==================== vga_timing_ctrl
==> vga_timing_ctrl/metal_stack.png <==
Only two layers are drawn.
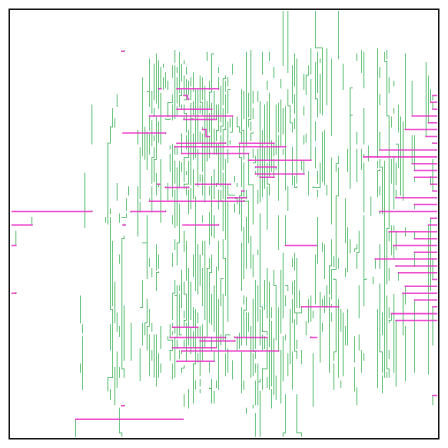

### config.mk
export PLATFORM = sky130hd
export DESIGN_NAME = vga_timing_ctrl
export DESIGN_NICKNAME = d
export VERILOG_FILES = /design/src/rtl/vga_timing_ctrl.sv
export SDC_FILE = /design/constraint.sdc
export NUM_CORES = 1
export LEC_CHECK = 0
export CAP_MARGIN = 20
export CORE_MARGIN = 4
export CORE_UTILIZATION = 48
export CTS_BUF_LIST = sky130_fd_sc_hd__clkbuf_16
export CTS_CLUSTER_SIZE = 12
export DETAILED_ROUTE_END_ITERATION = 8
export GPL_ROUTABILITY_DRIVEN = 0
export PLACE_DENSITY = 0.82
export SYNTH_ARGS = -nofsm -noshare
export SYNTH_HDL_FRONTEND = slang
export SYNTH_SLANG_ARGS = --single-unit
### constraint.sdc
create_clock -name clk -period 2.35 [get_ports clk]
set_clock_uncertainty 0.05 [all_clocks]
set_input_delay 0.47 -clock clk [delete_from_list [all_inputs] [get_ports clk]]
set_output_delay 0.47 -clock clk [all_outputs]
set_load 0.02 [all_outputs]
### src/rtl/vga_timing_ctrl.sv
// rtl/vga_timing_ctrl.sv - VGA raster timing generator with renderer-latency-aligned sync and colour
module vga_timing_ctrl #(
   parameter int H_ACTIVE = 640,
   parameter int H_FP     = 16,
   parameter int H_SYNC   = 96,
   parameter int H_BP     = 48,
   parameter int V_ACTIVE = 480,
   parameter int V_FP     = 10,
   parameter int V_SYNC   = 2,
   parameter int V_BP     = 33,
   parameter int CLK_DIV  = 4,
   parameter int PIPE_LAT = 1
) (
   input  logic        clk,
   input  logic        rst_n,
   input  logic [11:0] rgb_in,
   output logic [9:0]  pix_x,
   output logic [8:0]  pix_y,
   output logic        hsync,
   output logic        vsync,
   output logic [3:0]  vga_r,
   output logic [3:0]  vga_g,
   output logic [3:0]  vga_b,
   output logic        pix_de,
   output logic        frame_start
);

   localparam int H_TOTAL = H_ACTIVE + H_FP + H_SYNC + H_BP;
   localparam int V_TOTAL = V_ACTIVE + V_FP + V_SYNC + V_BP;

   // One spare code so the sync-end bound still fits when the back porch is empty.
   localparam int HW = $clog2(H_TOTAL + 1);
   localparam int VW = $clog2(V_TOTAL + 1);
   localparam int DW = (CLK_DIV > 1) ? $clog2(CLK_DIV) : 1;

   localparam logic [DW-1:0] DIV_LAST   = DW'(CLK_DIV - 1);
   localparam logic [HW-1:0] H_LAST     = HW'(H_TOTAL - 1);
   localparam logic [HW-1:0] H_ACT_END  = HW'(H_ACTIVE);
   localparam logic [HW-1:0] H_SYNC_BEG = HW'(H_ACTIVE + H_FP);
   localparam logic [HW-1:0] H_SYNC_END = HW'(H_ACTIVE + H_FP + H_SYNC);
   localparam logic [VW-1:0] V_LAST     = VW'(V_TOTAL - 1);
   localparam logic [VW-1:0] V_ACT_END  = VW'(V_ACTIVE);
   localparam logic [VW-1:0] V_SYNC_BEG = VW'(V_ACTIVE + V_FP);
   localparam logic [VW-1:0] V_SYNC_END = VW'(V_ACTIVE + V_FP + V_SYNC);

   // Tick divider
   logic [DW-1:0] div_q, div_d;
   logic          pe;

   // Raster counters
   logic [HW-1:0] h_q, h_d;
   logic [VW-1:0] v_q, v_d;
   logic          h_wrap, v_wrap;

   // Raw decode of the tick currently ending
   logic          act_raw, hs_raw, vs_raw;

   // Latency-matching delay lines, bit 0 is the youngest stage
   logic [PIPE_LAT-1:0] act_sr_q, act_sr_d;
   logic [PIPE_LAT-1:0] hs_sr_q,  hs_sr_d;
   logic [PIPE_LAT-1:0] vs_sr_q,  vs_sr_d;

   // Output registers
   logic [9:0]  pix_x_q, pix_x_d;
   logic [8:0]  pix_y_q, pix_y_d;
   logic [11:0] rgb_q,   rgb_d;
   logic        fs_q,    fs_d;

   // Pixel-tick divider: pe marks the last clk of each tick and the count restarts there.
   always_comb begin
      pe    = (div_q == DIV_LAST);
      div_d = pe ? '0 : div_q + DW'(1);
   end

   // Raster counters advance on pe; the line counter steps only on the column wrap.
   always_comb begin
      h_wrap = (h_q == H_LAST);
      v_wrap = (v_q == V_LAST);
      h_d    = h_q;
      v_d    = v_q;
      if (pe) begin
         h_d = h_wrap ? '0 : h_q + HW'(1);
         if (h_wrap) begin
            v_d = v_wrap ? '0 : v_q + VW'(1);
         end
      end
   end

   // Active-area and sync decode for the tick whose pe is now occurring.
   always_comb begin
      act_raw = (h_q < H_ACT_END) && (v_q < V_ACT_END);
      hs_raw  = !((h_q >= H_SYNC_BEG) && (h_q < H_SYNC_END));
      vs_raw  = !((v_q >= V_SYNC_BEG) && (v_q < V_SYNC_END));
   end

   // Delay lines shift on pe; the oldest stage drives the pins so sync lines up with colour.
   always_comb begin
      act_sr_d = act_sr_q;
      hs_sr_d  = hs_sr_q;
      vs_sr_d  = vs_sr_q;
      if (pe) begin
         act_sr_d = PIPE_LAT'({act_sr_q, act_raw});
         hs_sr_d  = PIPE_LAT'({hs_sr_q, hs_raw});
         vs_sr_d  = PIPE_LAT'({vs_sr_q, vs_raw});
      end
   end

   // Coordinates take the counters' next value so they describe the tick being entered.
   always_comb begin
      pix_x_d = pix_x_q;
      pix_y_d = pix_y_q;
      if (pe) begin
         pix_x_d = (h_d < H_ACT_END) ? 10'(h_d) : '0;
         pix_y_d = (v_d < V_ACT_END) ? 9'(v_d) : '0;
      end
   end

   // Colour capture, forced black when the pixel entering the last stage is blanking.
   always_comb begin
      rgb_d = rgb_q;
      if (pe) begin
         rgb_d = act_sr_d[PIPE_LAT-1] ? rgb_in : 12'h000;
      end
   end

   // Frame pulse is high only in the clk after the counters wrap back to the origin.
   always_comb begin
      fs_d = pe & h_wrap & v_wrap;
   end

   // Divider and raster counter state.
   always_ff @(posedge clk or negedge rst_n) begin
      if (!rst_n) begin
         div_q <= '0;
         h_q   <= '0;
         v_q   <= '0;
      end else begin
         div_q <= div_d;
         h_q   <= h_d;
         v_q   <= v_d;
      end
   end

   // Delay lines reset to an idle, blanked, sync-inactive raster.
   always_ff @(posedge clk or negedge rst_n) begin
      if (!rst_n) begin
         act_sr_q <= '0;
         hs_sr_q  <= '1;
         vs_sr_q  <= '1;
      end else begin
         act_sr_q <= act_sr_d;
         hs_sr_q  <= hs_sr_d;
         vs_sr_q  <= vs_sr_d;
      end
   end

   // Coordinate, colour and frame-pulse output registers.
   always_ff @(posedge clk or negedge rst_n) begin
      if (!rst_n) begin
         pix_x_q <= '0;
         pix_y_q <= '0;
         rgb_q   <= '0;
         fs_q    <= 1'b0;
      end else begin
         pix_x_q <= pix_x_d;
         pix_y_q <= pix_y_d;
         rgb_q   <= rgb_d;
         fs_q    <= fs_d;
      end
   end

   assign pix_x       = pix_x_q;
   assign pix_y       = pix_y_q;
   assign hsync       = hs_sr_q[PIPE_LAT-1];
   assign vsync       = vs_sr_q[PIPE_LAT-1];
   assign pix_de      = act_sr_q[PIPE_LAT-1];
   assign vga_r       = rgb_q[11:8];
   assign vga_g       = rgb_q[7:4];
   assign vga_b       = rgb_q[3:0];
   assign frame_start = fs_q;

endmodule
==================== dpram_stream_reader
===== src/rtl/dpram_stream_reader_pkg.sv =====
// Shared definitions for the dual-port RAM ring-buffer reader and its writer-side peer.
// Holds the ring pointer-difference helper and the stream word width constant.
package dpram_stream_reader_pkg;

    localparam int STREAM_DATA_W = 32;
    localparam int PTR_MAX_W     = 32;

    typedef enum logic [1:0] {
        SKID_EMPTY = 2'd0,
        SKID_ONE   = 2'd1,
        SKID_TWO   = 2'd2
    } skid_state_e;

    // Occupancy between two ring pointers, modulo 2**ptr_w; the writer uses the same helper for its full check.
    function automatic logic [PTR_MAX_W-1:0] ptr_diff(
        input logic [PTR_MAX_W-1:0] a,
        input logic [PTR_MAX_W-1:0] b,
        input int unsigned          ptr_w
    );
        logic [PTR_MAX_W-1:0] mask_v;
        mask_v = {PTR_MAX_W{1'b1}} >> (unsigned'(PTR_MAX_W) - ptr_w);
        return (a - b) & mask_v;
    endfunction

endpackage


===== src/rtl/stream_skid_buf.sv =====
// Two-entry FIFO between the RAM read port and the output stream.
// Head word is held in a register so the output stays stable under backpressure.
module stream_skid_buf
    import dpram_stream_reader_pkg::*;
#(
    parameter int DATA_WIDTH = STREAM_DATA_W
) (
    input  logic                  clk,
    input  logic                  reset_n,
    input  logic                  flush,
    input  logic                  in_valid,
    input  logic [DATA_WIDTH-1:0] in_data,
    output logic                  out_valid,
    input  logic                  out_ready,
    output logic [DATA_WIDTH-1:0] out_data,
    output logic [1:0]            count
);

    skid_state_e           state_r;
    logic [DATA_WIDTH-1:0] slot0_r;
    logic [DATA_WIDTH-1:0] slot1_r;
    logic                  valid_r;
    logic                  pop_s;

    assign pop_s     = valid_r & out_ready;
    assign out_valid = valid_r;
    assign out_data  = slot0_r;
    assign count     = state_r;

    // Occupancy state, head/tail slots and the registered valid flag.
    always_ff @(posedge clk or negedge reset_n) begin
        if (!reset_n) begin
            state_r <= SKID_EMPTY;
            slot0_r <= {DATA_WIDTH{1'b0}};
            slot1_r <= {DATA_WIDTH{1'b0}};
            valid_r <= 1'b0;
        end else if (flush) begin
            state_r <= SKID_EMPTY;
            slot0_r <= {DATA_WIDTH{1'b0}};
            slot1_r <= {DATA_WIDTH{1'b0}};
            valid_r <= 1'b0;
        end else begin
            case (state_r)
                SKID_EMPTY: begin
                    if (in_valid) begin
                        slot0_r <= in_data;
                        state_r <= SKID_ONE;
                        valid_r <= 1'b1;
                    end
                end
                SKID_ONE: begin
                    case ({in_valid, pop_s})
                        2'b10: begin
                            slot1_r <= in_data;
                            state_r <= SKID_TWO;
                        end
                        2'b01: begin
                            state_r <= SKID_EMPTY;
                            valid_r <= 1'b0;
                        end
                        2'b11: begin
                            slot0_r <= in_data;
                        end
                        default: begin
                            state_r <= SKID_ONE;
                        end
                    endcase
                end
                SKID_TWO: begin
                    // The reader never fetches into a full buffer, so a push here always pairs with a pop.
                    if (pop_s) begin
                        slot0_r <= slot1_r;
                        if (in_valid) begin
                            slot1_r <= in_data;
                        end else begin
                            state_r <= SKID_ONE;
                        end
                    end
                end
                default: begin
                    state_r <= SKID_EMPTY;
                    valid_r <= 1'b0;
                end
            endcase
        end
    end

endmodule


===== src/rtl/dpram_stream_reader.sv =====
// Read-side controller for a dual-port RAM ring buffer: follows the writer pointer, fetches words
// through a registered-address RAM port and presents them as a valid/ready stream.
module dpram_stream_reader
    import dpram_stream_reader_pkg::*;
#(
    parameter int ADDR_WIDTH = 5,
    parameter int DATA_WIDTH = STREAM_DATA_W
) (
    input  logic                  clk,
    input  logic                  reset_n,
    input  logic [ADDR_WIDTH:0]   wr_ptr,
    output logic [ADDR_WIDTH:0]   rd_ptr,
    output logic [ADDR_WIDTH-1:0] ram_raddr,
    input  logic [DATA_WIDTH-1:0] ram_dout,
    input  logic                  flush,
    output logic                  m_valid,
    input  logic                  m_ready,
    output logic [DATA_WIDTH-1:0] m_data,
    output logic [ADDR_WIDTH:0]   level,
    output logic                  empty
);

    localparam int              PTR_W   = ADDR_WIDTH + 1;
    localparam logic [ADDR_WIDTH:0] PTR_ONE = {{ADDR_WIDTH{1'b0}}, 1'b1};

    logic [ADDR_WIDTH:0] fetch_ptr_r;
    logic [ADDR_WIDTH:0] rd_ptr_r;
    logic                inflight_r;
    logic [1:0]          skid_cnt_s;
    logic [1:0]          occ_s;
    logic [1:0]          occ_after_pop_s;
    logic                pop_s;
    logic                issue_s;
    logic [ADDR_WIDTH:0] level_s;

    assign pop_s           = m_valid & m_ready;
    assign occ_s           = skid_cnt_s + {1'b0, inflight_r};
    assign occ_after_pop_s = occ_s - {1'b0, pop_s};
    // Fetch only when the word, once returned, is guaranteed a free buffer slot.
    assign issue_s         = (fetch_ptr_r != wr_ptr) && (occ_after_pop_s < 2'd2) && !flush;

    assign level_s   = PTR_W'(ptr_diff(PTR_MAX_W'(wr_ptr), PTR_MAX_W'(rd_ptr_r), unsigned'(PTR_W)));
    assign level     = level_s;
    assign empty     = (level_s == {PTR_W{1'b0}});
    assign rd_ptr    = rd_ptr_r;
    assign ram_raddr = fetch_ptr_r[ADDR_WIDTH-1:0];

    // Fetch/consume pointers and the flag marking a meaningful word on ram_dout.
    always_ff @(posedge clk or negedge reset_n) begin
        if (!reset_n) begin
            fetch_ptr_r <= {PTR_W{1'b0}};
            rd_ptr_r    <= {PTR_W{1'b0}};
            inflight_r  <= 1'b0;
        end else if (flush) begin
            fetch_ptr_r <= wr_ptr;
            rd_ptr_r    <= wr_ptr;
            inflight_r  <= 1'b0;
        end else begin
            inflight_r <= issue_s;
            if (issue_s) begin
                fetch_ptr_r <= fetch_ptr_r + PTR_ONE;
            end
            if (pop_s) begin
                rd_ptr_r <= rd_ptr_r + PTR_ONE;
            end
        end
    end

    stream_skid_buf #(
        .DATA_WIDTH (DATA_WIDTH)
    ) u_skid (
        .clk       (clk),
        .reset_n   (reset_n),
        .flush     (flush),
        .in_valid  (inflight_r),
        .in_data   (ram_dout),
        .out_valid (m_valid),
        .out_ready (m_ready),
        .out_data  (m_data),
        .count     (skid_cnt_s)
    );

endmodule


===== config.mk =====
export PLATFORM = sky130hd
export DESIGN_NAME = dpram_stream_reader
export DESIGN_NICKNAME = d
export VERILOG_FILES = /design/src/rtl/dpram_stream_reader_pkg.sv /design/src/rtl/stream_skid_buf.sv /design/src/rtl/dpram_stream_reader.sv
export SDC_FILE = /design/constraint.sdc
export NUM_CORES = 1
export LEC_CHECK = 0
export CORE_UTILIZATION = 45
export CTS_BUF_LIST = sky130_fd_sc_hd__clkbuf_16
export DETAILED_ROUTE_END_ITERATION = 6
export PLACE_DENSITY = 0.76
export SETUP_SLACK_MARGIN = 0.3
export SLEW_MARGIN = 30
export SYNTH_ARGS = -nofsm -noshare
export SYNTH_HDL_FRONTEND = slang
export SYNTH_SLANG_ARGS = --single-unit

===== constraint.sdc =====
create_clock -name clk -period 1.9 [get_ports clk]
set_input_delay 0.38 -clock clk [delete_from_list [all_inputs] [get_ports clk]]
set_output_delay 0.38 -clock clk [all_outputs]
set_load 0.01 [all_outputs]

==================== matrix_transpose_engine
`src/rtl/matrix_pkg.sv`:
```
// Shared constants and FSM state encoding for the matrix transpose engine.
package matrix_pkg;

  localparam int XP_DATA_W  = 32;
  localparam int XP_ADDR_W  = 8;
  localparam int XP_DIM_W   = 3;
  localparam int XP_MAX_DIM = 5;

  typedef enum logic [2:0] {
    XP_IDLE  = 3'd0,
    XP_CHECK = 3'd1,
    XP_RD    = 3'd2,
    XP_WR    = 3'd3,
    XP_DONE  = 3'd4
  } xp_state_e;

endpackage

```
`src/rtl/xpose_addr_gen.sv`:
```
// Row-major source walk with transposed destination pointer, built from
// counters only: dst advances by m per column and restarts at dst+r+1 per row.
module xpose_addr_gen
  import matrix_pkg::*;
#(
  parameter int ADDR_W = XP_ADDR_W,
  parameter int DIM_W  = XP_DIM_W
) (
  input  logic              clk,
  input  logic              rst,
  input  logic              load_i,
  input  logic              step_i,
  input  logic [ADDR_W-1:0] src_i,
  input  logic [ADDR_W-1:0] dst_i,
  input  logic [DIM_W-1:0]  m_i,
  input  logic [DIM_W-1:0]  n_i,
  output logic [ADDR_W-1:0] src_ptr_o,
  output logic [ADDR_W-1:0] dst_ptr_o,
  output logic              last_elem_o
);

  logic [DIM_W-1:0]  r_q, r_d, c_q, c_d;
  logic [ADDR_W-1:0] src_q, src_d, dst_q, dst_d;

  always_ff @(posedge clk) begin
    if (rst) begin
      r_q   <= '0;
      c_q   <= '0;
      src_q <= '0;
      dst_q <= '0;
    end else begin
      r_q   <= r_d;
      c_q   <= c_d;
      src_q <= src_d;
      dst_q <= dst_d;
    end
  end

  always_comb begin
    r_d   = r_q;
    c_d   = c_q;
    src_d = src_q;
    dst_d = dst_q;
    if (load_i) begin
      r_d   = '0;
      c_d   = '0;
      src_d = src_i;
      dst_d = dst_i;
    end else if (step_i) begin
      src_d = src_q + ADDR_W'(1);
      if (c_q == n_i - DIM_W'(1)) begin
        c_d   = '0;
        r_d   = r_q + DIM_W'(1);
        dst_d = dst_i + ADDR_W'(r_q) + ADDR_W'(1);
      end else begin
        c_d   = c_q + DIM_W'(1);
        dst_d = dst_q + ADDR_W'(m_i);
      end
    end else begin
      r_d = r_q;
    end
  end

  assign src_ptr_o   = src_q;
  assign dst_ptr_o   = dst_q;
  assign last_elem_o = (r_q == m_i - DIM_W'(1)) && (c_q == n_i - DIM_W'(1));

endmodule

```
`src/rtl/matrix_transpose_engine.sv`:
```
// Transposes an m x n row-major matrix from src to dst via one single-port storage.
// Optional macro XPOSE_CHECKSUM_EN adds o_checksum, the wrapping sum of written data.
module matrix_transpose_engine
  import matrix_pkg::*;
#(
  parameter int DATA_W  = XP_DATA_W,
  parameter int ADDR_W  = XP_ADDR_W,
  parameter int DIM_W   = XP_DIM_W,
  parameter int MAX_DIM = XP_MAX_DIM
) (
  input  logic              clk,
  input  logic              rst,
  input  logic              i_start,
  input  logic [ADDR_W-1:0] i_src_addr,
  input  logic [ADDR_W-1:0] i_dst_addr,
  input  logic [DIM_W-1:0]  i_m,
  input  logic [DIM_W-1:0]  i_n,
  output logic              o_busy,
  output logic              o_done,
  output logic              o_err,
`ifdef XPOSE_CHECKSUM_EN
  output logic [DATA_W+2*DIM_W-1:0] o_checksum,
`endif
  output logic [ADDR_W-1:0] o_mem_addr,
  output logic              o_mem_we,
  output logic [DATA_W-1:0] o_mem_wdata,
  input  logic [DATA_W-1:0] i_mem_rdata
);

  localparam int SUM_W  = ADDR_W + 1;
  localparam int PROD_W = 2 * DIM_W;

  xp_state_e         state_q, state_d;
  logic [ADDR_W-1:0] src_q, dst_q;
  logic [DIM_W-1:0]  m_q, n_q;
  logic              err_q, err_d;
  logic              accept_s, load_s, step_s, last_s, check_fail_s;
  logic [ADDR_W-1:0] src_ptr_s, dst_ptr_s;
  logic [PROD_W-1:0] prod_s;
  logic [SUM_W-1:0]  mn_s, src_end_s, dst_end_s, limit_s;

  assign accept_s = (state_q == XP_IDLE) && i_start;
  assign load_s   = (state_q == XP_CHECK);
  assign step_s   = (state_q == XP_WR);

  always_ff @(posedge clk) begin
    if (rst) begin
      state_q <= XP_IDLE;
      err_q   <= 1'b0;
      src_q   <= '0;
      dst_q   <= '0;
      m_q     <= '0;
      n_q     <= '0;
    end else begin
      state_q <= state_d;
      err_q   <= err_d;
      if (accept_s) begin
        src_q <= i_src_addr;
        dst_q <= i_dst_addr;
        m_q   <= i_m;
        n_q   <= i_n;
      end
    end
  end

  // Address sums carry one extra bit so an end address of exactly 2^ADDR_W is legal
  // while anything past it is caught.
  assign prod_s    = PROD_W'(m_q) * PROD_W'(n_q);
  assign mn_s      = SUM_W'(prod_s);
  assign src_end_s = {1'b0, src_q} + mn_s;
  assign dst_end_s = {1'b0, dst_q} + mn_s;
  assign limit_s   = {1'b1, {ADDR_W{1'b0}}};
  assign check_fail_s = (m_q == '0) || (n_q == '0)
                     || (m_q > DIM_W'(MAX_DIM)) || (n_q > DIM_W'(MAX_DIM))
                     || (src_end_s > limit_s) || (dst_end_s > limit_s)
                     || (({1'b0, src_q} < dst_end_s) && ({1'b0, dst_q} < src_end_s));

  always_comb begin
    state_d = state_q;
    err_d   = err_q;
    case (state_q)
      XP_IDLE: begin
        if (i_start) begin
          state_d = XP_CHECK;
          err_d   = 1'b0;
        end else begin
          state_d = XP_IDLE;
        end
      end
      XP_CHECK: begin
        if (check_fail_s) begin
          state_d = XP_DONE;
          err_d   = 1'b1;
        end else begin
          state_d = XP_RD;
        end
      end
      XP_RD:   state_d = XP_WR;
      XP_WR:   state_d = last_s ? XP_DONE : XP_RD;
      XP_DONE: state_d = XP_IDLE;
      default: state_d = XP_IDLE;
    endcase
  end

  xpose_addr_gen #(
    .ADDR_W (ADDR_W),
    .DIM_W  (DIM_W)
  ) u_addr_gen (
    .clk         (clk),
    .rst         (rst),
    .load_i      (load_s),
    .step_i      (step_s),
    .src_i       (src_q),
    .dst_i       (dst_q),
    .m_i         (m_q),
    .n_i         (n_q),
    .src_ptr_o   (src_ptr_s),
    .dst_ptr_o   (dst_ptr_s),
    .last_elem_o (last_s)
  );

  always_comb begin
    o_mem_addr = '0;
    case (state_q)
      XP_RD:   o_mem_addr = src_ptr_s;
      XP_WR:   o_mem_addr = dst_ptr_s;
      default: o_mem_addr = '0;
    endcase
  end

  assign o_busy      = (state_q == XP_CHECK) || (state_q == XP_RD) || (state_q == XP_WR);
  assign o_done      = (state_q == XP_DONE);
  assign o_err       = err_q;
  assign o_mem_we    = step_s;
  assign o_mem_wdata = i_mem_rdata;

`ifdef XPOSE_CHECKSUM_EN
  logic [DATA_W+2*DIM_W-1:0] checksum_q;

  always_ff @(posedge clk) begin
    if (rst) begin
      checksum_q <= '0;
    end else if (accept_s) begin
      checksum_q <= '0;
    end else if (step_s) begin
      checksum_q <= checksum_q + (DATA_W+2*DIM_W)'(i_mem_rdata);
    end
  end

  assign o_checksum = checksum_q;
`endif

endmodule

```
`config.mk`:
```
export PLATFORM = sky130hd
export DESIGN_NAME = matrix_transpose_engine
export DESIGN_NICKNAME = d
export VERILOG_FILES = /design/src/rtl/matrix_pkg.sv /design/src/rtl/xpose_addr_gen.sv /design/src/rtl/matrix_transpose_engine.sv
export SDC_FILE = /design/constraint.sdc
export NUM_CORES = 1
export LEC_CHECK = 0
export ABC_AREA = 1
export CAP_MARGIN = 20
export CORE_ASPECT_RATIO = 1.75
export CORE_MARGIN = 2
export CORE_UTILIZATION = 30
export CTS_CLUSTER_DIAMETER = 120
export DETAILED_ROUTE_END_ITERATION = 6
export SETUP_SLACK_MARGIN = 0.3
export SLEW_MARGIN = 25
export SYNTH_ARGS = -nofsm -noshare
export SYNTH_HDL_FRONTEND = slang
export SYNTH_SLANG_ARGS = --single-unit
```
`constraint.sdc`:
```
create_clock -name clk -period 5.7 [get_ports clk]
set_input_delay 1.14 -clock clk [delete_from_list [all_inputs] [get_ports clk]]
set_output_delay 1.14 -clock clk [all_outputs]
set_load 0.01 [all_outputs]
```
==================== acc_seq_ctrl
<file path="config.mk">
export PLATFORM = sky130hd
export DESIGN_NAME = acc_seq_ctrl
export DESIGN_NICKNAME = d
export VERILOG_FILES = /design/src/rtl/acc_seq_pkg.sv /design/src/rtl/acc_seq_skid.sv /design/src/rtl/acc_seq_ctrl.sv
export SDC_FILE = /design/constraint.sdc
export NUM_CORES = 1
export LEC_CHECK = 0
export CAP_MARGIN = 10
export CORE_MARGIN = 2
export CORE_UTILIZATION = 58
export CTS_BUF_LIST = sky130_fd_sc_hd__clkbuf_8
export DETAILED_ROUTE_END_ITERATION = 8
export PLACE_DENSITY = 0.88
export SLEW_MARGIN = 5
export SYNTH_ARGS = -nofsm -noshare
export SYNTH_HDL_FRONTEND = slang
export SYNTH_SLANG_ARGS = --single-unit
</file>
<file path="constraint.sdc">
create_clock -name clk -period 4.9 [get_ports clk]
set_input_delay 1.225 -clock clk [delete_from_list [all_inputs] [get_ports clk]]
set_output_delay 1.225 -clock clk [all_outputs]
set_load 0.05 [all_outputs]
</file>
<file path="src/rtl/acc_seq_pkg.sv">
// Shared types and latency constants for the accumulator sequencing controller.
package acc_seq_pkg;

    typedef enum logic [1:0] {
        IDLE  = 2'd0,
        FILL  = 2'd1,
        DRAIN = 2'd2,
        READ  = 2'd3
    } acc_state_e;

    localparam int unsigned ACC_WR_LAT = 4;
    localparam int unsigned ACC_RD_LAT = 2;
    localparam int unsigned SKID_DEPTH = 4;

endpackage

</file>
<file path="src/rtl/acc_seq_skid.sv">
// Small synchronous FIFO that absorbs accumulator read data when the result stream stalls.
module acc_seq_skid #(
    parameter int unsigned WIDTH = 64,
    parameter int unsigned DEPTH = 4,
    parameter int unsigned CNT_W = $clog2(DEPTH + 1)
) (
    input  logic             clk,
    input  logic             rstn,
    input  logic             push,
    input  logic [WIDTH-1:0] wdata,
    input  logic             pop,
    output logic [WIDTH-1:0] rdata,
    output logic [CNT_W-1:0] count,
    output logic             empty
);
    localparam int unsigned PTR_W = (DEPTH > 1) ? $clog2(DEPTH) : 1;

    logic [WIDTH-1:0] mem [DEPTH];
    logic [PTR_W-1:0] wr_ptr;
    logic [PTR_W-1:0] rd_ptr;

    always_ff @(posedge clk or negedge rstn) begin
        if (!rstn) begin
            for (int i = 0; i < DEPTH; i++) mem[i] <= '0;
            wr_ptr <= '0;
            rd_ptr <= '0;
            count  <= '0;
        end else begin
            if (push) begin
                mem[wr_ptr] <= wdata;
                wr_ptr      <= (wr_ptr == PTR_W'(DEPTH - 1)) ? '0 : wr_ptr + 1'b1;
            end
            if (pop) begin
                rd_ptr <= (rd_ptr == PTR_W'(DEPTH - 1)) ? '0 : rd_ptr + 1'b1;
            end
            unique case ({push, pop})
                2'b10:   count <= count + 1'b1;
                2'b01:   count <= count - 1'b1;
                default: count <= count;
            endcase
        end
    end

    assign rdata = mem[rd_ptr];
    assign empty = (count == '0);

endmodule

</file>
<file path="src/rtl/acc_seq_ctrl.sv">
// Sequences multi-pass partial-sum accumulation into an accumulator RAM, then streams the totals out.
module acc_seq_ctrl
    import acc_seq_pkg::*;
#(
    parameter int unsigned ADDR_WIDTH = 9,
    parameter int unsigned DATA_WIDTH = 64,
    parameter int unsigned PASS_WIDTH = 8
) (
    input  logic                  clk,
    input  logic                  rstn,
    input  logic                  start,
    input  logic [ADDR_WIDTH-1:0] cfg_base,
    input  logic [ADDR_WIDTH-1:0] cfg_len_m1,
    input  logic [PASS_WIDTH-1:0] cfg_pass_m1,
    input  logic                  in_valid,
    output logic                  in_ready,
    input  logic [DATA_WIDTH-1:0] in_data,
    output logic                  acc_wr_en,
    output logic                  acc_wr_we,
    output logic [ADDR_WIDTH-1:0] acc_wr_addr,
    output logic [DATA_WIDTH-1:0] acc_wr_wdata,
    output logic                  acc_mode,
    output logic                  acc_rd_en,
    output logic [ADDR_WIDTH-1:0] acc_rd_addr,
    input  logic [DATA_WIDTH-1:0] acc_rd_rdata,
    output logic                  out_valid,
    input  logic                  out_ready,
    output logic [DATA_WIDTH-1:0] out_data,
    output logic                  busy,
    output logic                  done
);
    localparam int unsigned DRAIN_W = $clog2(ACC_WR_LAT);
    localparam int unsigned RD_PIPE = ACC_RD_LAT - 1;
    localparam int unsigned CNT_W   = $clog2(SKID_DEPTH + 1);

    acc_state_e state, state_nxt;

    logic [ADDR_WIDTH-1:0] base_q, len_q, idx_q, ridx_q, oidx_q;
    logic [PASS_WIDTH-1:0] pass_m1_q, pass_q;
    logic [DRAIN_W-1:0]    drain_q;
    logic                  rd_done_q;
    logic [RD_PIPE-1:0]    rd_pipe_q;

    logic [CNT_W-1:0]      skid_count;
    logic                  skid_empty;
    logic [DATA_WIDTH-1:0] skid_head;
    logic [CNT_W:0]        occupancy;
    logic                  wr_fire, last_word, rd_fire, out_fire, last_out;

    assign in_ready  = (state == FILL);
    assign wr_fire   = in_ready && in_valid;
    assign last_word = (idx_q == len_q) && (pass_q == pass_m1_q);

    // Reads in flight plus buffered words must never exceed the skid depth.
    assign occupancy = (CNT_W + 1)'($countones(rd_pipe_q)) + (CNT_W + 1)'(skid_count);
    assign rd_fire   = (state == READ) && !rd_done_q && (occupancy < (CNT_W + 1)'(SKID_DEPTH));

    assign out_valid = !skid_empty;
    assign out_fire  = out_valid && out_ready;
    assign last_out  = (state == READ) && out_fire && (oidx_q == len_q);

    assign acc_wr_en    = wr_fire;
    assign acc_wr_we    = wr_fire;
    assign acc_wr_addr  = wr_fire ? base_q + idx_q : '0;
    assign acc_wr_wdata = wr_fire ? in_data : '0;
    assign acc_mode     = wr_fire && (pass_q != '0);
    assign acc_rd_en    = rd_fire;
    assign acc_rd_addr  = rd_fire ? base_q + ridx_q : '0;
    assign out_data     = out_valid ? skid_head : '0;
    assign busy         = (state != IDLE);
    assign done         = last_out;

    always_ff @(posedge clk or negedge rstn) begin
        if (!rstn) state <= IDLE;
        else       state <= state_nxt;
    end

    always_comb begin
        state_nxt = state;
        unique case (state)
            IDLE:    if (start) state_nxt = FILL;
            FILL:    if (wr_fire && last_word) state_nxt = DRAIN;
            DRAIN:   if (drain_q == DRAIN_W'(ACC_WR_LAT - 1)) state_nxt = READ;
            READ:    if (last_out) state_nxt = IDLE;
            default: state_nxt = IDLE;
        endcase
    end

    // Job configuration, fill/read counters and the read-return tracker.
    always_ff @(posedge clk or negedge rstn) begin
        if (!rstn) begin
            base_q    <= '0;
            len_q     <= '0;
            pass_m1_q <= '0;
            idx_q     <= '0;
            pass_q    <= '0;
            drain_q   <= '0;
            ridx_q    <= '0;
            oidx_q    <= '0;
            rd_done_q <= 1'b0;
            rd_pipe_q <= '0;
        end else begin
            rd_pipe_q <= RD_PIPE'({rd_pipe_q, rd_fire});
            unique case (state)
                IDLE: begin
                    if (start) begin
                        base_q    <= cfg_base;
                        len_q     <= cfg_len_m1;
                        pass_m1_q <= cfg_pass_m1;
                        idx_q     <= '0;
                        pass_q    <= '0;
                    end
                end
                FILL: begin
                    if (wr_fire) begin
                        if (idx_q == len_q) begin
                            idx_q  <= '0;
                            pass_q <= pass_q + 1'b1;
                        end else begin
                            idx_q <= idx_q + 1'b1;
                        end
                    end
                    drain_q <= '0;
                end
                DRAIN: begin
                    drain_q   <= drain_q + 1'b1;
                    ridx_q    <= '0;
                    oidx_q    <= '0;
                    rd_done_q <= 1'b0;
                end
                READ: begin
                    if (rd_fire) begin
                        ridx_q <= ridx_q + 1'b1;
                        if (ridx_q == len_q) rd_done_q <= 1'b1;
                    end
                    if (out_fire) oidx_q <= oidx_q + 1'b1;
                end
                default: ;
            endcase
        end
    end

    acc_seq_skid #(
        .WIDTH (DATA_WIDTH),
        .DEPTH (SKID_DEPTH),
        .CNT_W (CNT_W)
    ) u_skid (
        .clk   (clk),
        .rstn  (rstn),
        .push  (rd_pipe_q[RD_PIPE-1]),
        .wdata (acc_rd_rdata),
        .pop   (out_fire),
        .rdata (skid_head),
        .count (skid_count),
        .empty (skid_empty)
    );

endmodule

</file>

==> notes/layouts.md <==
Pictures saved along the way, in no particular order.

Where the registers sit.
picture 1
Scale bar: 20 µm. Other sequential cells in the stronger gray, the rest of the logic in the fainter gray.
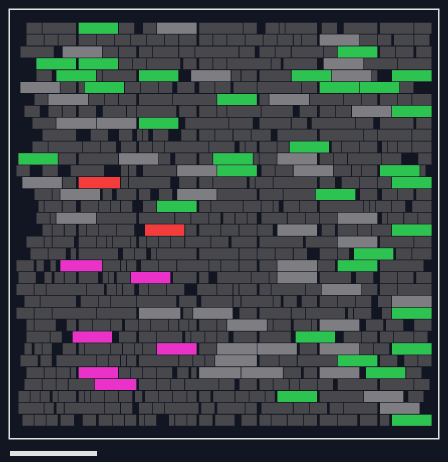
picture 2
Scale bar: 20 µm. Other sequential cells in the stronger gray, the rest of the logic in the fainter gray.
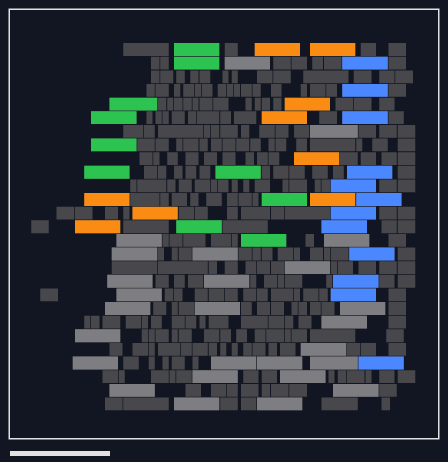
picture 3
Scale bar: 50 µm. Other sequential cells in the stronger gray, the rest of the logic in the fainter gray.
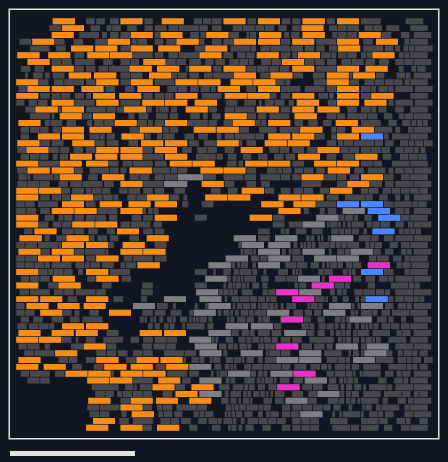
picture 3 -> acc_seq_ctrl
picture 2 -> vga_timing_ctrl
picture 1 -> dpram_stream_reader
The one with the largest die is picture 3.
The one with the most sequential cells is picture 3.

==> acc_seq_ctrl/port_nets.png <==
Scale bar: 50 µm.
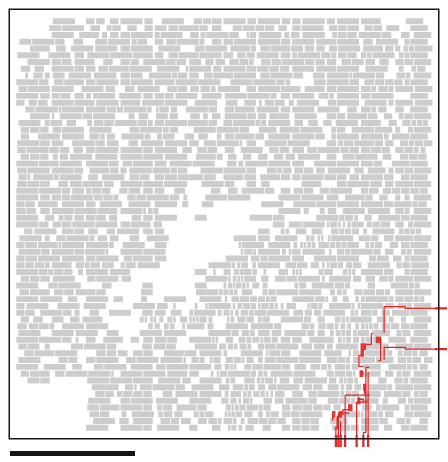
| color | port | bits | direction | edge | end cells | buffers | wire |
|---|---|---|---|---|---|---|---|
| red | acc_wr_addr | 9 | output | 7 bottom, 2 right | 9 | 9 | 231 µm |
port bufs: 312
# IOs: 313

==> impl_metrics.toml, acc_seq_ctrl <==
# flow metrics
[power]
p_leak_nw = 9.56
p_int_mw = 6.08
ir_worst_vdd_mv = 0.425
powerSeq_mw = 3.12
power_density_nw_per_um2 = 455
switching_share_pct = 38.7

[synthesis]
numSynthFlops = 330
netlist_area_um2 = 16300
mux_share_pct = 28.8
synth_cells = 1227

[final_timing]
period_used_pct = 96.1
finalSetupTns_ns = 0

[floorplanning]
core_area_um2 = 27800

[route]
vias_per_cell = 5.77
met3_wirelength_mm = 3.19
first_pass_iters = 7
top_layer = "met4"
drtAntennaViolNets = 0

[clock_network]
clk_latency_ns = 0.58

[placement]
dp_hpwl_mm = 29.2
gp_congestion = 0.835

[final_layout]
signal_buffers = 326
final_layout_top_logic_cells = "328 x dfrtp_1, 284 x mux2_2, 234 x clkdlybuf4s50_1, 79 x buf_12, 75 x clkbuf_8"
inv_count = 30

[status]
outcome = "finished, final reports clean"

[job]
warning_count = 40

[hold_path]
min_path_cells = 1

[global_route]
met3_usage_pct = 8.31
grt_max_degree = 145
acc_seq_ctrl: synth_stat cells (6+ instances only):
library cell    n
o21ai_0        28
inv_1          29
or3_1           6
mux4_2         64
nand2b_1       10
nand4_1        10
xnor2_1        27
a21oi_1        13
clkbuf_1       60
buf_2           8
nand3_1        23
a21o_1          6
ha_1           33
and3_1         73
and2_1         65
xor2_1         33
nor2_1         30
mux2_2        284
nand2_1        31
mux2i_1         6
dfrtp_1       330
nor3_1          9
acc_seq_ctrl: sequential cells by signal, indices dropped and copies added (netlist names), 2 cells and up:
name / flops
base_q: 9
drain_q: 2
idx_q: 9
len_q: 9
oidx_q: 9
pass_m1_q: 8
pass_q: 8
ridx_q: 9
state: 2
u_skid.count: 3
u_skid.mem: 256
u_skid.rd_ptr: 2
u_skid.wr_ptr: 2
acc_seq_ctrl: metrics by stage:
step | hold slack (ns) | std cells | worst slack (ns)
floorplan | 0.456 | 1227 | 0.643
global placement | 0.471 | 1859 | 0.895
detailed placement | 0.487 | 1859 | 0.832
CTS | 0.501 | 1957 | 0.184
global route | 0.508 | 1972 | 0.0124
finish | 0.499 | 1973 | 0.190
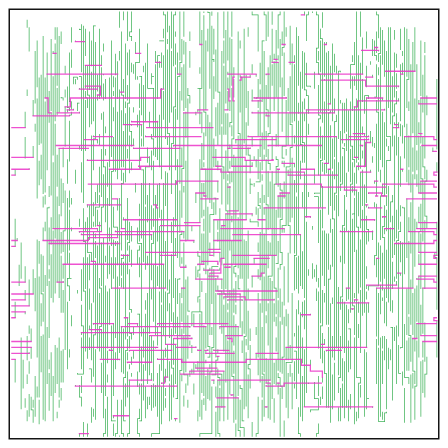
(dpram_stream_reader/metal_stack.png)
Only two layers are drawn.
| color | layer | wire length |
|---|---|---|
| green | met2 | 10400 µm |
| magenta | met3 | 1420 µm |

==> impl_metrics.toml, dpram_stream_reader <==
# flow metrics
[final_layout]
final_layout_top_logic_cells = "73 x dfrtp_1, 69 x nand2_4, 49 x buf_4, 40 x dlygate4sd2_1, 39 x buf_6"
diodes = 0
clkbuf_count = 9
fillCellCount = 246
layout-drive-gt1-share_pct = 55.7
area_growth_pct = 96.3
inv_count = 14
seq_share_pct = 24.7
comb_area_um2 = 3370
sh_comb_area_pct = 41.4
final_util_pct = 92.4
nets = 668

[final_timing]
setup_viol = 42
clock.fmax_mhz = 391
min_period_ns = 2.56
worstMarginPinSlew_ns = 0.667
timing.final.ws_setup_ns = -0.660
rsz0062_at_grt = "yes"

[route]
totalWireLength_mm = 20.9
drc = 5
met3_wirelength_mm = 1.42
vias_per_cell = 6.53
wl_per_cell_um = 28.8
first_pass_iters = 7

[global_route]
grt_busiest_layer = "met2"
first_global_vias = 4770
grtUsageMet1_pct = 45.7

[power]
powerSeq_mw = 2.70
ir_worst_vdd_mv = 0.767
p_leak_nw = 3.77
pwr-share-clk_pct = 14.7
p_switching_mw = 4.75

[synthesis]
numSynthFlops = 80
netlist_area_um2 = 4150
synth.top_cell.area_share_pct = 48.3
synth-edff-count = 0
top_cell = "nand2_1"
synth_chip_area_um2 = 4150
syn_area_per_cell_um2 = 9.60

[placement]
gp_congestion = 0.827
placed_area_um2 = 5560

[status]
outcome = "finished, violations left"
violations = "DRC, setup timing"

[worst_setup_path]
crit_required_ns = 1.52
path_class = "reg -> out"
crit_path_start_kind = "flop"

[hold_path]
holdCritPathClass = "in -> async"
dpram_stream_reader: worst max-delay path by stage:
stage	startpoint	to
after CTS	rd_ptr[1]$_DFFE_PN0P_	empty
after floorplan	rd_ptr[0]$_DFFE_PN0P_	empty
final	rd_ptr[1]$_DFFE_PN0P_	empty
after detailed placement	wr_ptr[0]	empty
after global routing	rd_ptr[3]$_DFFE_PN0P_	empty
after global placement	wr_ptr[0]	empty
dpram_stream_reader: critical path, stage by stage (launching register included):
cell	delay [ns]
dfrtp_2	0.41
inv_2	0.08
ha_4	0.20
nor2b_4	0.13
o21ai_2	0.13
buf_4	0.13
a211o_1	0.10
o211ai_1	0.10
buf_4	0.17
nor4b_2	0.22
buf_2	0.16
dpram_stream_reader: what timing repair did:
item	4_1_cts	5_1_grt
endpoints found under the setup margin	109	90
gates cloned	14	0
pin swaps	107	49
hold buffers	1	0
endpoints found under the hold margin	23	0
setup buffers	41	10
gates resized	334	119
dpram_stream_reader: logic make-up after synthesis:
family,Yosys count,share of synthesized area [%]
compound gates,93,14.8
mux,38,9.23
buf+inv,47,5.31
fa+ha+maj,12,3.80
xor+xnor,16,3.56
flops,80,48.3
simple gates,146,15.0
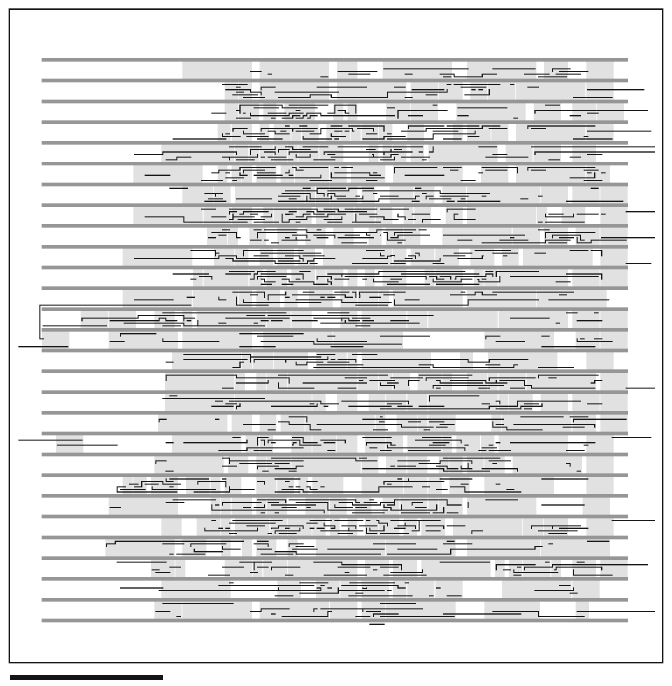
(vga_timing_ctrl/met1.png)
Scale bar: 20 µm. Supply wires on this layer in gray. Cells faint in the background.
wire length on this layer: 3170 µm
share of all routed wire: 44%
main direction: horizontal
nets with wire on the layer: 331

## Picture notes: vga_timing_ctrl/metal_stack.png
| color | layer | wire length |
|---|---|---|
| green | met2 | 3390 µm |
| magenta | met3 | 480 µm |

==> impl_metrics.toml, vga_timing_ctrl <==
# flow metrics
[worst_setup_path]
path_class = "reg -> reg"
crit_path_max_incr_delay_ns = 0.51
critical_path_depth = 6
startpoint = "h_q[5]$_DFF_PN0_"
path_cells = "nand4bb_4 -> or4_4 -> o31a_1 -> o22a_1 -> a21oi_2 -> a31o_2"
regToRegSetupSlack_ns = 0.05
cp.arrival_ns = 2.51

[placement]
portBuffers = 48

[final_layout]
layout-drive-gt1-share_pct = 20.4
final_layout_top_logic_cells = "54 x dfrtp_1, 47 x clkdlybuf4s50_1, 29 x buf_4, 23 x nand2_1, 20 x nor2_1"
largest_register_ffs = 12
fin_cells = 429
comb_area_um2 = 1360

[final_timing]
hold_viol_final = 0
period_used_pct = 97.8
clock.fmax_mhz = 435
worstMarginPinSlew_ns = 0.548
setup_viol = 0
rsz0062_at_grt = "yes"

[power]
pwr-share-clk_pct = 50.2
switching_share_pct = 20.9
ir_worst_vdd_mv = 0.448
power_density_nw_per_um2 = 563
pwr-share-seq_pct = 45.7
power_frac_comb_pct = 4.1

[global_route]
antenna_found_initial = 0
grt_max_degree = 34
grt_busiest_layer = "met2"

[route]
wl_met2_mm = 3.39
first_pass_iters = 5
met3_wirelength_um = 479

[floorplanning]
die_w_um = 85.4
dieArea_um2 = 7290

[clock_network]
cts_resized = 0
numCtsBuffers = 9
clk_latency_ns = 0.32
post_cts_buffers = 0

[synthesis]
synth.top_cell.area_share_pct = 47.8
fa_ha_area_share_pct = 2.17
floorplan.nets = 302
common_cells = "55 x dfrtp_1, 23 x nand2_1, 21 x nor2_1"
mux_share_pct = 1.09
netlist_area_um2 = 2880
synth-edff-count = 0
top_logic_kind = "simple AND/OR/NAND/NOR gates"
numSynthFlops = 57

[status]
outcome = "finished, final reports clean"

[job]
warning_count = 30
-- vga_timing_ctrl: stage by stage --
step	hold WS [ns]	total power [mW]	util (%)	setup TNS (ns)	setup WS (ns)
2_1_floorplan	0.124	1.04	-	0	0.00906
3_3_place_gp	0.363	1.11	63.5	0	0.122
3_5_place_dp	0.373	1.11	63.5	0	0.0485
4_1_cts	0.102	2.21	68.0	0	0.0154
5_1_grt	0.152	2.26	68.9	-0.0307	-0.0102
6_report	0.0903	2.19	68.9	0	0.0509
-- vga_timing_ctrl: layout make-up --
| class | count | share of cell area (%) |
|---|---|---|
| well taps | 72 | 2.32 |
| inverters | 10 | 0.966 |
| repair buffers | 78 | 18.4 |
| multi-input cells | 196 | 35.0 |
| clock buffers | 9 | 5.80 |
| clock inverters | 7 | 0.773 |
| flip-flops and latches | 57 | 36.8 |
-- vga_timing_ctrl: power groups by stage --
stage	Combinational, mW	Clock [mW]	Sequential (mW)
2_1_floorplan	0.0101	0	1.03
3_5_place_dp	0.0921	0	1.02
3_3_place_gp	0.0909	0	1.01
5_1_grt	0.0992	1.16	1.00
4_1_cts	0.0932	1.12	1.00
6_report	0.0902	1.10	1.00
==> matrix_transpose_engine/pdn.png <==
Pins as bars on the die edge. Tap cells in gray.
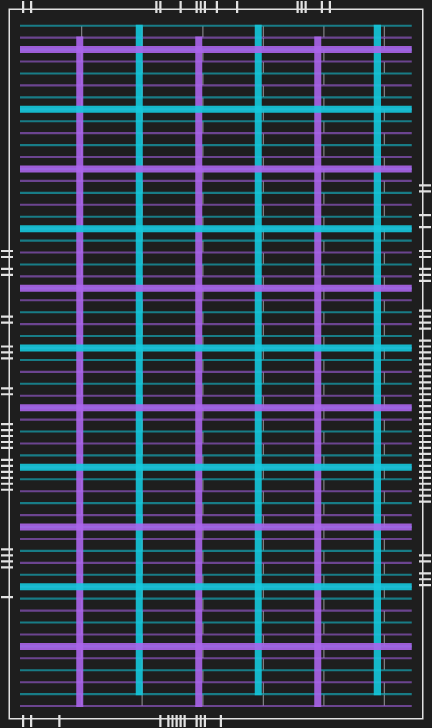
| color | net |
|---|---|
| purple | VSS |
| cyan | VDD |
tap cells: 177
met1 rails: 58
Die X: 93.9 µm
die height: 161 µm
peak supply drop: 0.112 mV
core area: 13800 µm²

==> impl_metrics.toml, matrix_transpose_engine <==
# flow metrics
[hold_path]
holdCritPathClass = "reg -> reg"

[final_layout]
clk_share_pct = 3.50
fillCellCount = 1537
area_growth_pct = 10.3
largestClassByArea = "combinational gates"
lay_top_count = "nand2_1"
seq_share_pct = 20.5
final_layout_top_logic_cells = "137 x nand2_1, 95 x inv_1, 50 x a21oi_1, 48 x dfxtp_1, 46 x ha_1"
ff_count = 48

[worst_setup_path]
cpMaxStageDelayCell = "fa_1"
path_class = "reg -> reg"
crit_required_ns = 5.91
path_cells = "nand2_1 -> fa_1 -> inv_1 -> ha_1 -> fa_1 -> ha_1 -> a21oi_1 -> nand2_1 -> a211o_1 -> o21ai_0 -> xor2_1 -> ha_1 -> a21o_1 -> nand4_1 -> nand2_1 -> nor2_1 -> nand2_1 -> nor2_2 -> o21bai_1 -> a21oi_1"
crit_path_max_incr_delay_ns = 0.54

[power]
power_density_nw_per_um2 = 232
pwr-share-clk_pct = 31.5
p_leak_nw = 2.13
switching_share_pct = 35.0

[placement]
portBuffers = 36

[floorplanning]
num_io_pins = 101
dieArea_um2 = 15200

[clock_network]
cts_tree = "done"
path_clk_slew_ns = 0.07
numCtsBuffers = 5
holdBufCountCts = 0

[job]
max_cap_viol_count = 0
warning_count = 28

[synthesis]
syn_area_per_cell_um2 = 6.78
mux_share_pct = 0
synth-edff-count = 0
top_cell = "nand2_1"
topCellsByArea = "dfxtp_1 23%, ha_1 14%, nand2_1 12%"
ys_sh_xor_pct = 2.68
top_logic_kind = "simple AND/OR/NAND/NOR gates"
fa_ha_area_share_pct = 16.4
synthArstFlopShare_pct = 0

[route]
wl_per_cell_um = 14.7
wl_met2_mm = 6.78

[global_route]
grt.met2_usage_pct = 33.1
met3_usage_pct = 1.31

[final_timing]
clock-skew-final_ns = 0.00583

[status]
outcome = "finished, final reports clean"
## matrix_transpose_engine: stage by stage
step / setup WS, ns / hold WS (ns) / power [mW] / instance area [µm²] / std cells
global route: 1.11 / 0.519 / 1.16 / 4680 / 801
global placement: 1.58 / 0.473 / 0.751 / 4520 / 793
CTS: 1.47 / 0.494 / 1.10 / 4680 / 801
finish: 1.48 / 0.492 / 1.09 / 4680 / 801
floorplan: 1.82 / 0.445 / 0.675 / 4240 / 626
detailed placement: 1.49 / 0.486 / 0.756 / 4520 / 793
## matrix_transpose_engine: path summary, 6_finish.rpt
path	start	end	cells past startpoint
hold / removal	u_addr_gen.src_ptr_o[7]$_SDFFE_PP0P_	u_addr_gen.src_ptr_o[7]$_SDFFE_PP0P_	2
hold reg to reg	u_addr_gen.src_ptr_o[7]$_SDFFE_PP0P_	u_addr_gen.src_ptr_o[7]$_SDFFE_PP0P_	2
setup / recovery	n_q[0]$_SDFFE_PP0P_	o_err$_SDFFE_PP0P_	20
setup reg to reg	n_q[0]$_SDFFE_PP0P_	o_err$_SDFFE_PP0P_	20


==> layout pictures side by side <==
Congestion heat map.
panel A
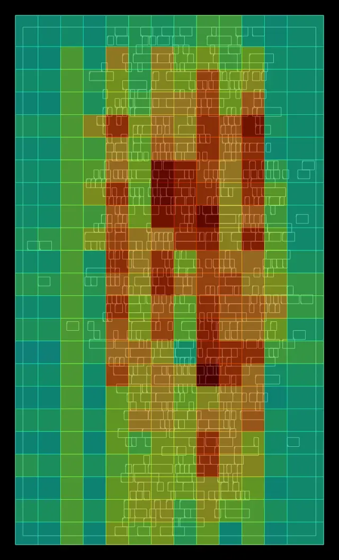
panel B
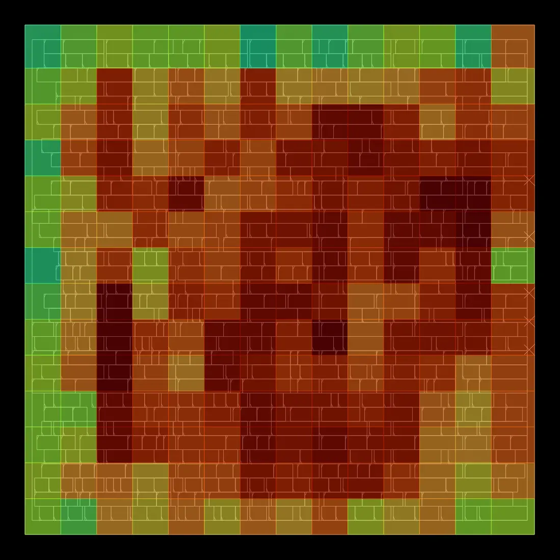
panel C
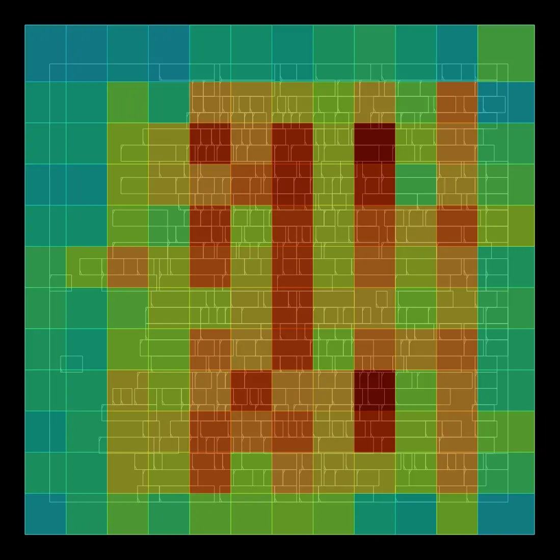
panel D
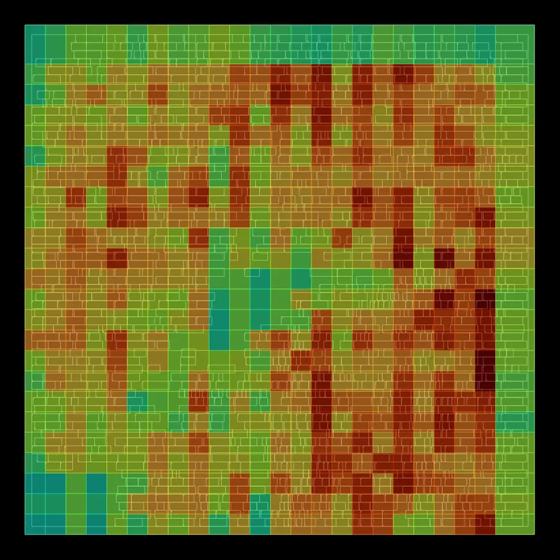
Of these, most wire per cell: panel B
| picture | from |
|---|---|
| panel C | vga_timing_ctrl |
| panel B | dpram_stream_reader |
| panel A | matrix_transpose_engine |
| panel D | acc_seq_ctrl |


==> layout pictures side by side <==
Port wiring.
Scale bar: 20 µm.
(a)
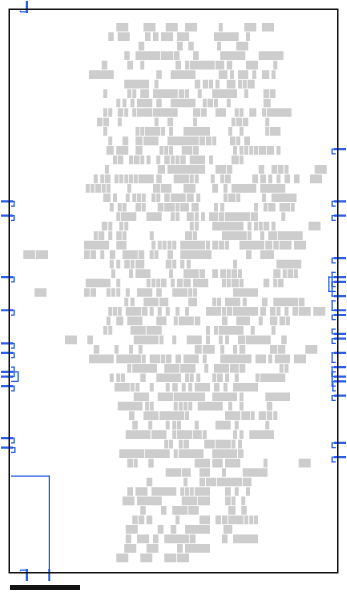
(b)
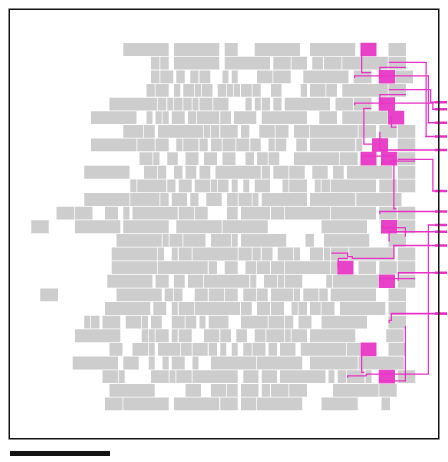
(c)
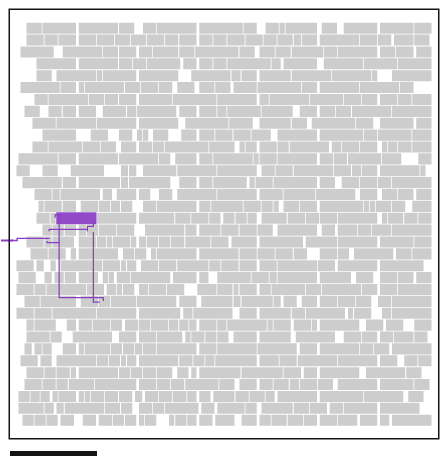
(b) comes from vga_timing_ctrl.
(a) comes from matrix_transpose_engine.
(c) comes from dpram_stream_reader.
The one with the fewest cells is (b).
The one with the smallest die is (b).

Key to (a):
| color | port | bits | direction | edge | end cells | buffers | wire |
|---|---|---|---|---|---|---|---|
| blue | o_mem_wdata | 32 | output | 18 right, 11 left, 2 bottom, 1 top | 0 | 0 | 154 µm |

Power is estimated from default activity; no workload was simulated.
